==================== block 1
block_1/wires.png
The bar under the picture is 20 µm long. Only two layers are drawn.
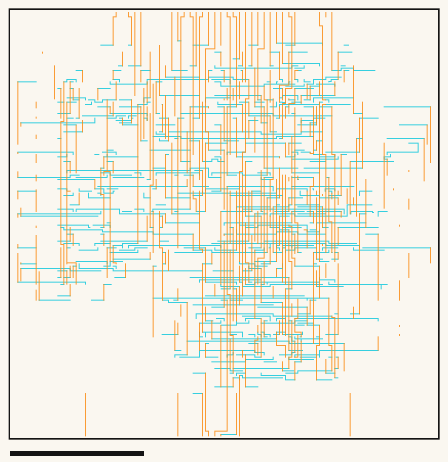

### src/rtl/ddr2_sys_master_0_st_channel_arbiter.sv
// ---------------------------------------------------------------------------
// ddr2_sys_master_0_st_channel_arbiter
//
// Packet-level round-robin arbiter. It shares one Avalon-ST byte path between
// NUM_IN packet sources. One input is granted at a time, and the grant is held
// from the first accepted beat until the accepted EOP beat. Beats pass through
// a single registered output stage. Each beat is tagged with the granted index
// on out_channel.
//
// Handshake (applies to every valid/ready pair in this block):
//   A beat transfers on a rising clk edge where valid && ready are both 1.
//   Valid does not depend on ready. Ready may depend on valid, but here it
//   depends only on arbiter state and on the output stage.
//
// Optional build macro:
//   ST_ARB_CHANNEL_MASK_EN - adds input chan_mask[NUM_IN]. A masked input is
//                            excluded from arbitration. The mask is sampled
//                            only while IDLE.
//
// Ports:
//   clk, reset        rising-edge clock, synchronous active-high reset
//   in_valid/in_data/in_startofpacket/in_endofpacket/in_ready
//                     per-input sink side; input i data at [i*DATA_W +: DATA_W]
//   out_valid/out_data/out_startofpacket/out_endofpacket/out_channel/out_ready
//                     registered source side
//   busy              1 while LOCKED (doubles as the FSM state debug view)
//   grant_id          current or last granted input index
// ---------------------------------------------------------------------------
module ddr2_sys_master_0_st_channel_arbiter #(
  parameter int NUM_IN = 4,
  parameter int DATA_W = 8,
  parameter int CH_W   = 8,
  localparam int GW    = $clog2(NUM_IN)
) (
  input  logic                     clk,
  input  logic                     reset,
  input  logic [NUM_IN-1:0]        in_valid,
  input  logic [NUM_IN*DATA_W-1:0] in_data,
  input  logic [NUM_IN-1:0]        in_startofpacket,
  input  logic [NUM_IN-1:0]        in_endofpacket,
  output logic [NUM_IN-1:0]        in_ready,
`ifdef ST_ARB_CHANNEL_MASK_EN
  input  logic [NUM_IN-1:0]        chan_mask,
`endif
  input  logic                     out_ready,
  output logic                     out_valid,
  output logic [DATA_W-1:0]        out_data,
  output logic                     out_startofpacket,
  output logic                     out_endofpacket,
  output logic [CH_W-1:0]          out_channel,
  output logic                     busy,
  output logic [GW-1:0]            grant_id
);

  typedef enum logic {
    ST_IDLE   = 1'b0,
    ST_LOCKED = 1'b1
  } state_t;

  state_t              state, state_nxt;
  logic [GW-1:0]       rr_ptr, rr_ptr_nxt, grant_nxt;
  logic [NUM_IN-1:0]   eligible;
  logic                pick_found;
  logic [GW-1:0]       pick_idx;
  logic                sel_valid, sel_sop, sel_eop;
  logic [DATA_W-1:0]   sel_data;
  logic                load, accept, eop_accept;

  // (base + off) mod NUM_IN. off never exceeds NUM_IN, so a single
  // subtraction is enough to wrap.
  function automatic logic [GW-1:0] wrap_inc(input logic [GW-1:0] base, input int off);
    int s;
    s = int'(base) + off;
    if (s >= NUM_IN) s = s - NUM_IN;
    return s[GW-1:0];
  endfunction

`ifdef ST_ARB_CHANNEL_MASK_EN
  assign eligible = in_valid & ~chan_mask;
`else
  assign eligible = in_valid;
`endif

  // Rotating priority search. The loop walks from the farthest offset down to
  // offset 0, so the last hit is the first set bit at or after rr_ptr.
  always_comb begin
    pick_found = 1'b0;
    pick_idx   = rr_ptr;
    for (int k = NUM_IN - 1; k >= 0; k--) begin
      if (eligible[wrap_inc(rr_ptr, k)]) begin
        pick_found = 1'b1;
        pick_idx   = wrap_inc(rr_ptr, k);
      end
    end
  end

  // Mux for the granted input's sideband and data.
  always_comb begin
    sel_valid = 1'b0;
    sel_sop   = 1'b0;
    sel_eop   = 1'b0;
    sel_data  = '0;
    for (int i = 0; i < NUM_IN; i++) begin
      if (GW'(i) == grant_id) begin
        sel_valid = in_valid[i];
        sel_sop   = in_startofpacket[i];
        sel_eop   = in_endofpacket[i];
        sel_data  = in_data[i*DATA_W +: DATA_W];
      end
    end
  end

  assign load       = !out_valid || out_ready;
  assign accept     = (state == ST_LOCKED) && load && sel_valid;
  assign eop_accept = accept && sel_eop;

  // FSM: state register (also holds the round-robin pointer and the grant).
  always_ff @(posedge clk) begin
    if (reset) begin
      state    <= ST_IDLE;
      rr_ptr   <= '0;
      grant_id <= '0;
    end else begin
      state    <= state_nxt;
      rr_ptr   <= rr_ptr_nxt;
      grant_id <= grant_nxt;
    end
  end

  // FSM: next-state logic.
  always_comb begin
    state_nxt  = state;
    rr_ptr_nxt = rr_ptr;
    grant_nxt  = grant_id;
    case (state)
      ST_IDLE: begin
        if (pick_found) begin
          grant_nxt = pick_idx;
          state_nxt = ST_LOCKED;
        end
      end
      ST_LOCKED: begin
        // A dropped in_valid mid-packet keeps the lock indefinitely.
        if (eop_accept) begin
          state_nxt  = ST_IDLE;
          rr_ptr_nxt = wrap_inc(grant_id, 1);
        end
      end
      default: state_nxt = ST_IDLE;
    endcase
  end

  // FSM: outputs decoded from the state.
  always_comb begin
    busy     = (state == ST_LOCKED);
    in_ready = '0;
    if ((state == ST_LOCKED) && load) in_ready[grant_id] = 1'b1;
  end

  // Registered output stage. Data and flags keep their last value when
  // out_valid drops. Only out_valid is qualified by out_ready.
  always_ff @(posedge clk) begin
    if (reset) begin
      out_valid         <= 1'b0;
      out_data          <= '0;
      out_startofpacket <= 1'b0;
      out_endofpacket   <= 1'b0;
      out_channel       <= '0;
    end else if (accept) begin
      out_valid         <= 1'b1;
      out_data          <= sel_data;
      out_startofpacket <= sel_sop;
      out_endofpacket   <= sel_eop;
      out_channel       <= CH_W'(grant_id);
    end else if (out_ready) begin
      out_valid         <= 1'b0;
    end
  end

endmodule

### config.mk
export PLATFORM = sky130hd
export DESIGN_NAME = ddr2_sys_master_0_st_channel_arbiter
export DESIGN_NICKNAME = d
export VERILOG_FILES = /design/src/rtl/ddr2_sys_master_0_st_channel_arbiter.sv
export SDC_FILE = /design/constraint.sdc
export NUM_CORES = 1
export LEC_CHECK = 0
export ABC_CLOCK_PERIOD_IN_PS = 2500
export CORE_MARGIN = 3
export CORE_UTILIZATION = 38
export CTS_BUF_LIST = sky130_fd_sc_hd__clkbuf_8 sky130_fd_sc_hd__clkbuf_16
export DETAILED_ROUTE_END_ITERATION = 10
export PLACE_DENSITY = 0.89
export REMOVE_ABC_BUFFERS = 1
export SLEW_MARGIN = 20
export SYNTH_ARGS = -nofsm -noshare
export SYNTH_HDL_FRONTEND = slang
export SYNTH_SLANG_ARGS = --single-unit
### constraint.sdc
create_clock -name clk -period 2.5 [get_ports clk]
set_input_delay 0.375 -clock clk [delete_from_list [all_inputs] [get_ports clk]]
set_output_delay 0.375 -clock clk [all_outputs]
set_load 0.005 [all_outputs]
==================== block 2
$ cat src/rtl/vtisa_pkg.sv
// Shared ISA definitions for the fetch/decode front end and the executor.
// ILLEGAL_TRAP_EN adds the illegal flag to the decoded-instruction record.
package vtisa_pkg;

  localparam logic [4:0] OP_NOP  = 5'b00000;
  localparam logic [4:0] OP_LI   = 5'b00001;
  localparam logic [4:0] OP_ADDI = 5'b00010;
  localparam logic [4:0] OP_LD   = 5'b01000;
  localparam logic [4:0] OP_ST   = 5'b01001;
  localparam logic [4:0] OP_JMP  = 5'b10000;

  // Instruction byte layout: opcode in the top five bits, imm/register below.
  localparam int OPC_HI = 7;
  localparam int OPC_LO = 3;
  localparam int ARG_HI = 2;
  localparam int ARG_LO = 0;

  localparam logic [1:0] ST_IDLE       = 2'd0;
  localparam logic [1:0] ST_FETCH      = 2'd1;
  localparam logic [1:0] ST_FETCH_KILL = 2'd2;
  localparam logic [1:0] ST_ISSUE      = 2'd3;

  typedef struct packed {
    logic [4:0] opcode;
    logic [2:0] imm;
    logic [2:0] register;
    logic       is_alu_op;
    logic       is_mem_op;
    logic       mem_rw;
`ifdef ILLEGAL_TRAP_EN
    logic       illegal;
`endif
  } dec_t;

endpackage

$ cat src/rtl/instr_decode.sv
// Combinational decode of one instruction byte into fields and class flags.
// ILLEGAL_TRAP_EN: undefined opcodes flag illegal instead of becoming NOP.
module instr_decode
  import vtisa_pkg::*;
(
  input  logic [7:0] ir,
  output dec_t       dec
);

  logic [4:0] op;
  assign op = ir[OPC_HI:OPC_LO];

  always_comb begin
    dec          = '0;
    dec.opcode   = op;
    dec.imm      = ir[ARG_HI:ARG_LO];
    dec.register = ir[ARG_HI:ARG_LO];
    case (op)
      OP_LI, OP_ADDI: dec.is_alu_op = 1'b1;
      OP_LD:          dec.is_mem_op = 1'b1;
      OP_ST: begin
        dec.is_mem_op = 1'b1;
        dec.mem_rw    = 1'b1;
      end
      OP_NOP, OP_JMP: ;
      default: begin
`ifdef ILLEGAL_TRAP_EN
        dec.illegal = 1'b1;
`else
        dec.opcode  = OP_NOP;
`endif
      end
    endcase
  end

endmodule

$ cat src/rtl/fetch_decode.sv
// Instruction fetch + decode front end: one outstanding fetch, registered issue.
// ILLEGAL_TRAP_EN adds the illegal output and stalls issue until a redirect.
module fetch_decode
  import vtisa_pkg::*;
#(
  parameter int BITS_IDX = 7
) (
  input  logic              clk,
  input  logic              reset,
  output logic              mem_req,
  output logic [BITS_IDX:0] mem_addr,
  input  logic              mem_ack,
  input  logic [7:0]        mem_rdata,
  input  logic              redirect_valid,
  input  logic [BITS_IDX:0] redirect_pc,
  output logic              out_valid,
  input  logic              out_ready,
  output logic [BITS_IDX:0] pc,
  output logic [4:0]        opcode,
  output logic [2:0]        imm,
  output logic [2:0]        register,
`ifdef ILLEGAL_TRAP_EN
  output logic              illegal,
`endif
  output logic              is_alu_op,
  output logic              is_mem_op,
  output logic              mem_rw
);

  localparam logic [BITS_IDX:0] PC_ONE = {{BITS_IDX{1'b0}}, 1'b1};

  logic [1:0]        state;
  logic [BITS_IDX:0] fetch_pc;
  logic [BITS_IDX:0] npc;
  logic              take;
  dec_t              dec_w;
  dec_t              dec_q;

  instr_decode u_dec (
    .ir  (mem_rdata),
    .dec (dec_w)
  );

  // A redirect always wins over the sequential fetch PC.
  assign npc = redirect_valid ? redirect_pc : fetch_pc;

`ifdef ILLEGAL_TRAP_EN
  assign take    = out_ready && !dec_q.illegal;
  assign illegal = dec_q.illegal;
`else
  assign take    = out_ready;
`endif

  assign opcode    = dec_q.opcode;
  assign imm       = dec_q.imm;
  assign register  = dec_q.register;
  assign is_alu_op = dec_q.is_alu_op;
  assign is_mem_op = dec_q.is_mem_op;
  assign mem_rw    = dec_q.mem_rw;

  always_ff @(posedge clk or negedge reset) begin
    if (!reset) begin
      state     <= ST_IDLE;
      fetch_pc  <= '0;
      mem_req   <= 1'b0;
      mem_addr  <= '0;
      out_valid <= 1'b0;
      pc        <= '0;
      dec_q     <= '0;
    end else begin
      case (state)
        ST_IDLE: begin
          fetch_pc <= npc;
          mem_addr <= npc;
          mem_req  <= 1'b1;
          state    <= ST_FETCH;
        end
        ST_FETCH: begin
          if (redirect_valid) begin
            // Data returning alongside a redirect is stale: refetch directly.
            fetch_pc <= redirect_pc;
            if (mem_ack) mem_addr <= redirect_pc;
            else         state    <= ST_FETCH_KILL;
          end else if (mem_ack) begin
            mem_req   <= 1'b0;
            dec_q     <= dec_w;
            pc        <= mem_addr;
            fetch_pc  <= mem_addr + PC_ONE;
            out_valid <= 1'b1;
            state     <= ST_ISSUE;
          end
        end
        ST_FETCH_KILL: begin
          fetch_pc <= npc;
          if (mem_ack) begin
            mem_addr <= npc;
            state    <= ST_FETCH;
          end
        end
        ST_ISSUE: begin
          if (redirect_valid || take) begin
            out_valid <= 1'b0;
            mem_req   <= 1'b1;
            mem_addr  <= npc;
            fetch_pc  <= npc;
            state     <= ST_FETCH;
`ifdef ILLEGAL_TRAP_EN
            dec_q.illegal <= 1'b0;
`endif
          end
        end
        default: state <= ST_IDLE;
      endcase
    end
  end

endmodule

$ cat config.mk
export PLATFORM = sky130hd
export DESIGN_NAME = fetch_decode
export DESIGN_NICKNAME = d
export VERILOG_FILES = /design/src/rtl/vtisa_pkg.sv /design/src/rtl/instr_decode.sv /design/src/rtl/fetch_decode.sv
export SDC_FILE = /design/constraint.sdc
export NUM_CORES = 1
export LEC_CHECK = 0
export CAP_MARGIN = 10
export CORE_ASPECT_RATIO = 1.75
export CORE_MARGIN = 2
export CORE_UTILIZATION = 49
export DETAILED_ROUTE_END_ITERATION = 12
export GPL_TIMING_DRIVEN = 0
export PLACE_DENSITY = 0.88
export SYNTH_ARGS = -nofsm -noshare
export SYNTH_HDL_FRONTEND = slang
export SYNTH_HIERARCHICAL = 1
export SYNTH_SLANG_ARGS = --single-unit
$ cat constraint.sdc
create_clock -name clk -period 1.95 [get_ports clk]
set_input_delay 0.195 -clock clk [delete_from_list [all_inputs] [get_ports clk]]
set_output_delay 0.195 -clock clk [all_outputs]
set_load 0.05 [all_outputs]
block_1/layer_met3.png
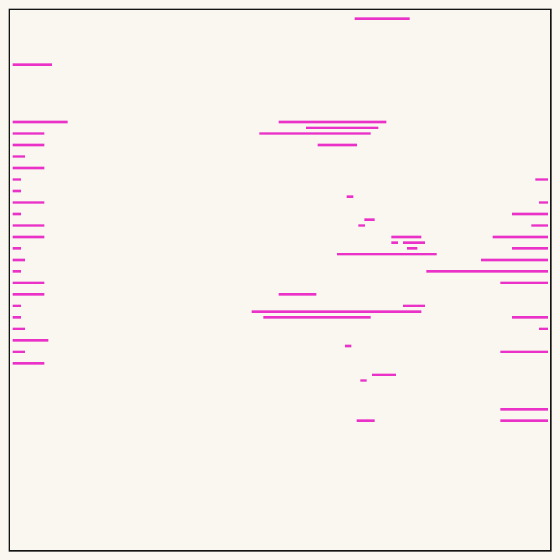
- longest straight run: 19.8 µm
- wire length on this layer: 228 µm
- main direction: horizontal
- share of all routed wire: 6.0%

## Picture notes: block_1/wires.png
- orange: metal 2 (wire length 1860 µm)
- cyan: metal 1 (wire length 1630 µm)

==> impl_metrics.toml, block 1 <==
# yosys + openroad results
[yosys]
syn_inst = 179
yosys-top-cells-area = "dfxtp_1 (28%), a21oi_1 (9.4%), o21ai_0 (9.0%)"
top_cell = "nand2_1"
synth_seq_share_pct = 28.3
top_area_cell = "dfxtp_1"
top_area_share_pct = 28.3

[clock_network]
clock_tree.buffer_depth = 2
cts_tree = "yes"
cts_hold_buf = 0
postCtsSetupRepairBufs = 0
root_buffer = "clkbuf_8"

[die]
core_um2 = 3130
dieWidth_um = 63.9

[setup_path]
arrival_ps = 1950
r2r_cells = 7
cp_slowest_stage_delay_ps = 490
cp-startpoint = "grant_id[0]$_SDFFE_PP0P_"
critPathKind = "register to output pin"
worst-path-max-fanout = 9

[pwr]
p_switching_w = 0.000283
p_int_w = 0.000654
total_power_w = 0.000937
peakVddDrop_uv = 225
swShare_pct = 30.2
comb_power_share_pct = 38.3

[drt]
drt-vias-per-instance = 5.20
first_pass_iters = 4
wl_met1_um = 1630
drt-initial-drc-count = 61
wl_per_cell_um = 13.2
vias = 1487

[run_status]
status = "finished clean"

[layout]
n_antenna_cell = 0
fin_nets = 294

[min_path]
min_to = "out_channel[0]$_SDFFE_PP0P_"

[job]
maxCapViolations = 0

[global_route]
grt_pass1_vias = 1318
antenna_found_initial = 0

[placed_design]
dp.cells = 282
==> block 1: logic make-up (layout without fill, tap and decap cells) <==
| logic type | after synthesis | after routing | share of synthesized area (%) |
|---|---|---|---|
| AND/OR/NAND/NOR | 55 | 55 | 21.3 |
| other | 1 | 6 | 0.294 |
| flip-flops | 18 | 18 | 28.3 |
| adder cells (fa/ha/maj) | 4 | 4 | 3.93 |
| buffers and inverters | 32 | 90 | 11.2 |
| AND-OR/OR-AND | 68 | 68 | 34.3 |
| multiplexers | 1 | 1 | 0.785 |
==> block 1: power by group through the flow <==
stage | clock network, W | logic (W) | registers (W)
after global routing | 0.000252 | 0.000392 | 0.000342
after global placement | 0 | 0.000348 | 0.000343
final | 0.000240 | 0.000359 | 0.000338
after CTS | 0.000240 | 0.000359 | 0.000338
after floorplan | 0 | 0.000161 | 0.000343
after detailed placement | 0 | 0.000354 | 0.000344
==> block 1: layout make-up <==
type / count / area (µm²) / area share, %
Timing Repair Buffer: 72 / 706 / 34.9
Multi-Input combinational cell: 134 / 791 / 39.2
Tap cell: 44 / 55.1 / 2.73
Sequential cell: 18 / 360 / 17.8
Clock buffer: 4 / 55.1 / 2.73
Inverter: 14 / 52.6 / 2.60
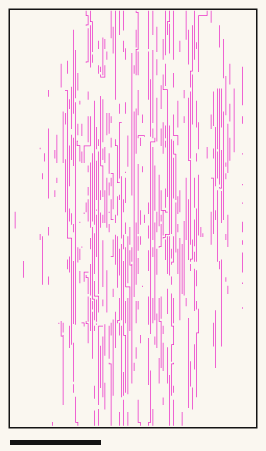
block_2/layer_met2.png
The bar under the picture is 20 µm long.
- main direction: vertical
- nets with wire on the layer: 236
- wire length on this layer: 2580 µm
- share of all routed wire: 55%
- longest straight run: 49.0 µm

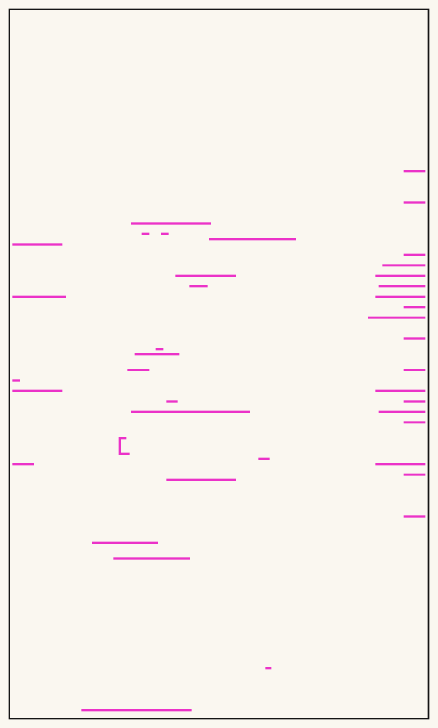
block_2/layer_met3.png
- main direction: horizontal
- nets with wire on the layer: 33
- wire length on this layer: 200 µm
- longest straight run: 15.2 µm

==> impl_metrics.toml, block 2 <==
# yosys + openroad results
[setup_path]
worst-path-max-fanout = 8
cp_cell_sequence = "clkdlybuf4s50_1"
cp_num_buf_inv = 1

[layout]
fin_area_um2 = 2860
nClkBuffers = 6
seq_share_pct = 36.8

[die]
dieArea_um2 = 4990
n_tap_cell = 51
num_rows = 32

[placed_design]
gp_congestion = 0.888

[run_status]
status = "finished clean"

[pwr]
p_switching_w = 0.00173

[yosys]
top_cells_by_count = "dfrtp_1 (42), mux2_4 (17), mux2_2 (14)"
edf_count = 0
syn_inst = 176
yosys_warnings = 6
yosysChipArea_um2 = 2170

[drt]
drt-vias-per-instance = 5.68

[sta]
period_needed_ps = 1870

[clock_network]
cts_hold_buf = 1
==> block 2: logic make-up after synthesis <==
logic type	after synthesis	synth area share [%]
flops	42	48.5
simple gates	41	11.8
mux	37	22.0
compound gates	31	9.52
buf+inv	17	5.02
xor+xnor	6	2.42
fa+ha+maj	1	0.577
other cells	1	0.173
==> block 2: stage by stage <==
stage	utilization, %	TNS [ps]	hold WS, ps	cells
detailed placement	63.3	0	201	276
global route	66.0	0	124	285
finish	66.0	0	127	285
global placement	62.7	-16330	428	275
floorplan	-	0	-101	176
CTS	66.0	0	125	285
==> block 2: placed cells by master, fill, tap and decap left out, drive strengths merged, types with 2 or more instances in the layout <==
cell	instances
clkdlybuf4s50	47
dfrtp	42
mux2	35
buf	15
nand2	11
a21oi	7
nand3	7
o22ai	6
clkbuf	6
o21ai	6
inv	4
xnor2	4
nand2b	4
nor2	4
o211ai	3
nor4	3
and2	3
nor4b	3
and3	2
xor2	2
a22oi	2
mux2i	2
==> block 2: per-layer routing <==
layer,vias up,global-route usage [%],part of all wire (%)
li1,748,-,-
met1,808,22.8,38
met2,52,35.6,55
met3,10,3.75,4.2
met4,0,11.7,2.8
met5,-,0,0

==================== block 3
$ cat config.mk
export PLATFORM = sky130hd
export DESIGN_NAME = mb32_rr_sched
export DESIGN_NICKNAME = d
export VERILOG_FILES = /design/src/rtl/mb32_rr_sched.sv
export SDC_FILE = /design/constraint.sdc
export NUM_CORES = 1
export LEC_CHECK = 0
export CAP_MARGIN = 20
export CORE_AREA = 2 2 179 181
export CTS_BUF_LIST = sky130_fd_sc_hd__clkbuf_8
export CTS_CLUSTER_SIZE = 14
export DETAILED_ROUTE_END_ITERATION = 10
export DIE_AREA = 0 0 181 183
export PLACE_DENSITY = 0.61
export SYNTH_ARGS = -nofsm -noshare
export SYNTH_HDL_FRONTEND = slang
export SYNTH_SLANG_ARGS = --single-unit
$ cat constraint.sdc
create_clock -name CLK -period 4.1 [get_ports CLK]
set_clock_uncertainty 0.1 [all_clocks]
set_input_delay 0.615 -clock CLK [delete_from_list [all_inputs] [get_ports CLK]]
set_output_delay 0.615 -clock CLK [all_outputs]
set_load 0.05 [all_outputs]
$ cat src/rtl/mb32_rr_sched.sv
// Round-robin scheduler that time-shares one mb32_td multiplier pipeline
// between NREQ requesters and routes each product back with its requester ID.
module mb32_rr_sched #(
    parameter int unsigned WIDTH = 32,
    parameter int unsigned NREQ  = 4,
    parameter int unsigned LAT   = 2
) (
    input  logic                          CLK,
    input  logic                          RST,
    input  logic [NREQ-1:0]               req_valid,
    input  logic [NREQ*WIDTH-1:0]         req_mx,
    input  logic [NREQ*WIDTH-1:0]         req_my,
    output logic [NREQ-1:0]               req_ready,
    output logic [WIDTH-1:0]              mul_mx,
    output logic [WIDTH-1:0]              mul_my,
    input  logic [2*WIDTH-1:0]            mul_product,
    output logic                          rsp_valid,
    output logic [$clog2(NREQ)-1:0]       rsp_id,
    output logic [2*WIDTH-1:0]            rsp_product,
    output logic [$clog2(LAT+3)-1:0]      inflight,
    output logic                          idle
);

    localparam int unsigned IDW  = $clog2(NREQ);
    localparam int unsigned INFW = $clog2(LAT + 3);

    logic [IDW-1:0]   ptr;
    logic [IDW-1:0]   cand;
    logic [IDW-1:0]   gnt_idx;
    logic             gnt_any;
    logic [WIDTH-1:0] sel_mx;
    logic [WIDTH-1:0] sel_my;

    // Tag pipe: stage k holds the issue made k+1 edges ago; stage LAT lines up with mul_product.
    logic [LAT:0]     tag_vld;
    logic [IDW-1:0]   tag_id [LAT+1];

    // Rotating-priority search starting one past the last winner; selects winner's operands.
    always_comb begin
        req_ready = '0;
        gnt_idx   = '0;
        gnt_any   = 1'b0;
        cand      = '0;
        for (int unsigned k = 1; k <= NREQ; k++) begin
            cand = IDW'((32'(ptr) + k) % NREQ);
            if (!gnt_any && req_valid[cand]) begin
                gnt_any = 1'b1;
                gnt_idx = cand;
            end
        end
        if (gnt_any) begin
            req_ready[gnt_idx] = 1'b1;
        end
        sel_mx = req_mx[32'(gnt_idx)*WIDTH +: WIDTH];
        sel_my = req_my[32'(gnt_idx)*WIDTH +: WIDTH];
    end

    // Pointer and multiplier operand registers; operands hold when nothing is granted.
    always_ff @(posedge CLK or negedge RST) begin
        if (!RST) begin
            ptr    <= IDW'(NREQ - 1);
            mul_mx <= '0;
            mul_my <= '0;
        end else if (gnt_any) begin
            ptr    <= gnt_idx;
            mul_mx <= sel_mx;
            mul_my <= sel_my;
        end
    end

    // Tag pipe shifting issue valid/ID alongside the multiplier latency.
    always_ff @(posedge CLK or negedge RST) begin
        if (!RST) begin
            tag_vld <= '0;
            for (int unsigned i = 0; i <= LAT; i++) begin
                tag_id[i] <= '0;
            end
        end else begin
            tag_vld   <= {tag_vld[LAT-1:0], gnt_any};
            tag_id[0] <= gnt_idx;
            for (int unsigned i = 1; i <= LAT; i++) begin
                tag_id[i] <= tag_id[i-1];
            end
        end
    end

    // Response register: capture product and ID only when the tag says it is real.
    always_ff @(posedge CLK or negedge RST) begin
        if (!RST) begin
            rsp_valid   <= 1'b0;
            rsp_id      <= '0;
            rsp_product <= '0;
        end else begin
            rsp_valid <= tag_vld[LAT];
            if (tag_vld[LAT]) begin
                rsp_id      <= tag_id[LAT];
                rsp_product <= mul_product;
            end
        end
    end

    // Outstanding-issue counter: up on issue, down as a response is launched.
    always_ff @(posedge CLK or negedge RST) begin
        if (!RST) begin
            inflight <= '0;
        end else if (gnt_any && !tag_vld[LAT]) begin
            inflight <= inflight + INFW'(1);
        end else if (!gnt_any && tag_vld[LAT]) begin
            inflight <= inflight - INFW'(1);
        end
    end

    // Idle reflects current requests and outstanding work.
    assign idle = (req_valid == '0) && (inflight == '0);

endmodule

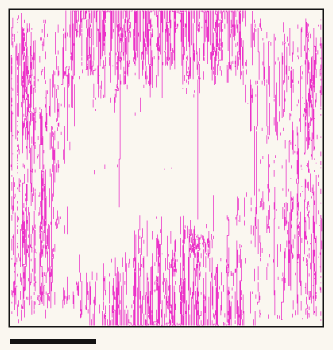
block_3/layer_met2.png
The bar under the picture is 50 µm long.
- longest straight run: 80.9 µm
- main direction: vertical
- share of all routed wire: 50%
- wire length on this layer: 13500 µm

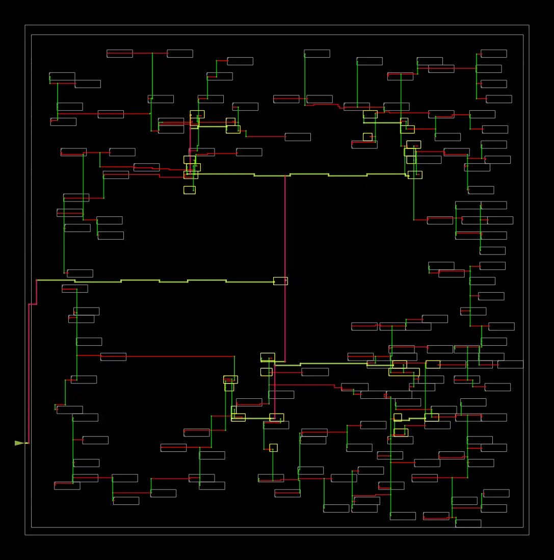
block_3/clocks.png
flop count: 145
final-layout clock buffer total: 17
worst-skew pair later-pin latency: 450 ps

==> impl_metrics.toml <==
# yosys + openroad results
[pwr]
peakVddDrop_uv = 339
top_power_group = "combinational cells"
leakagePower_nw = 5.23
p_clk_w = 0.00115

[layout]
num-multi-input-gates = 361
seq_share_pct = 28.3
fin_nets = 1334
regArea_um2 = 3630
buffers = 473
inv_count = 8
clock_area_share_pct = 2.96

[yosys]
syn_inst = 558
syn_area_um2 = 7450
avgSynthCellArea_um2 = 13.4
top_area_share_pct = 48.0
top_area_cell = "dfrtp_1"
synth_seq_share_pct = 48.7

[die]
core_um2 = 31200
core_util_floorplan_pct = 23.9
die_y_um = 183

[drt]
wl_met1_um = 10800
route.top_layer_used = "met5"
drt-total-wl_um = 26900

[setup_path]
reg2reg_slack_ps = 1440
cp.required_ps = 3380
r2r-end = "mul_my[7]$_DFFE_PN0P_"

[run_status]
status = "finished clean"

[global_route]
grt-ovfl-total = 0
grt_pass1_vias = 6703

[sta]
fmax_mhz = 304
setup_viol = 0
fin_tns_setup_ps = 0
slew_viol_final = 0

[min_path]
hp-class = "input port to asynchronous set/reset pin"

[clock_network]
cts.clk_slew.worst_paths_ps = 100
cts_max_level = 4
cts_hold_buf = 0
## critical path, stage by stage
cell	delay [ps]
clkdlybuf4s50_1	560
inv_1	100
a22o_1	250
a211oi_4	320
buf_12	320
and2_1	230
buf_12	140
## placed cells by master (no fill, tap or decap), types with 3 or more instances in the layout
master,count
a221oi_2,64
buf_12,7
buf_4,6
clkbuf_8,17
clkdlybuf4s50_1,459
clkinvlp_4,3
dfrtp_1,142
inv_1,8
inv_6,4
inv_8,4
mux2_2,67
mux2i_1,128
nand2_1,3
nor2_1,70
o21ai_0,3
## cells by family after synthesis
family | count (synthesis) | share of synthesized area [%]
mux | 195 | 27.3
flops | 145 | 48.7
simple gates | 84 | 4.48
compound gates | 77 | 14.2
buf+inv | 52 | 4.43
xor+xnor | 3 | 0.353
fa+ha+maj | 2 | 0.437
## sequential cells by signal, indices dropped and copies added (netlist names)
register     flops
rsp_valid        1
tag_vld          3
ptr              2
mul_my          32
rsp_id           2
mul_mx          32
rsp_product     64
tag_id           6
inflight         3


==> layout pictures side by side <==
Supply network.
shot_01.png
The bar under the picture is 50 µm long. Pins as bars on the die edge.
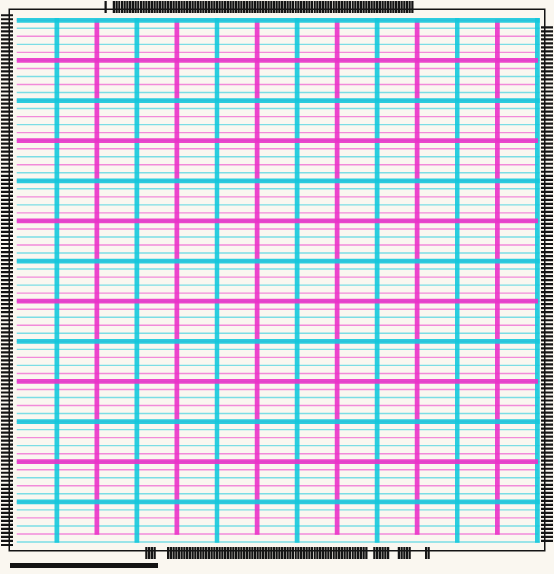
shot_02.png
The bar under the picture is 20 µm long. Pins as bars on the die edge.
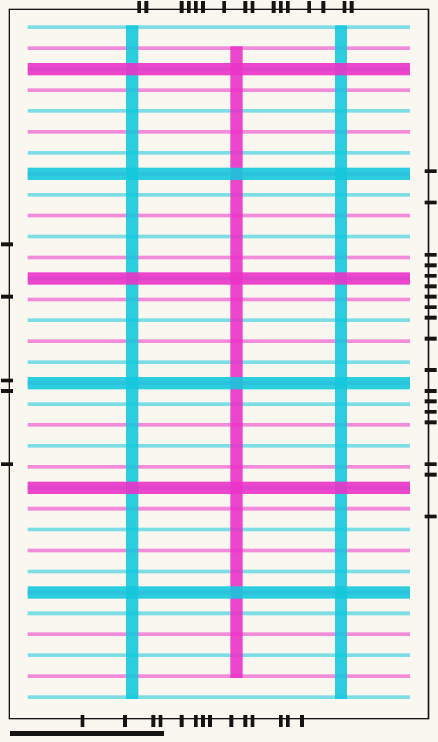
shot_03.png
The bar under the picture is 20 µm long. Pins as bars on the die edge.
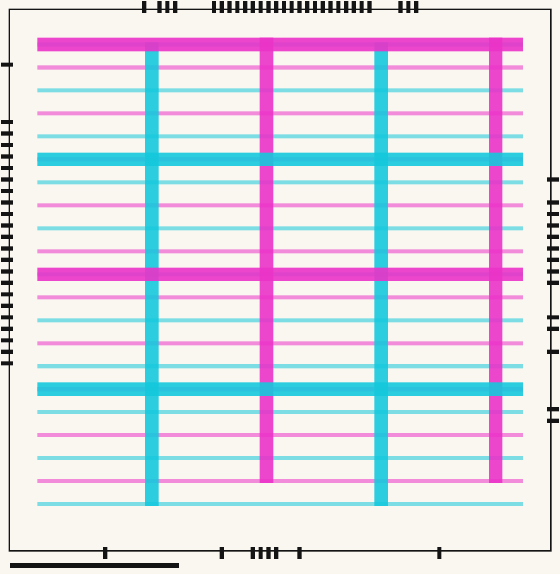
The one with the fewest pins is shot_02.png.
- shot_03.png = block 1
- shot_02.png = block 2
- shot_01.png = block 3

Key to shot_01.png:
- cyan: VSS
- magenta: VDD
- met1 rails: 66
- rows: 65
- met5 straps: 13

Power figures rest on the tool's default switching activity, not on a simulated workload.
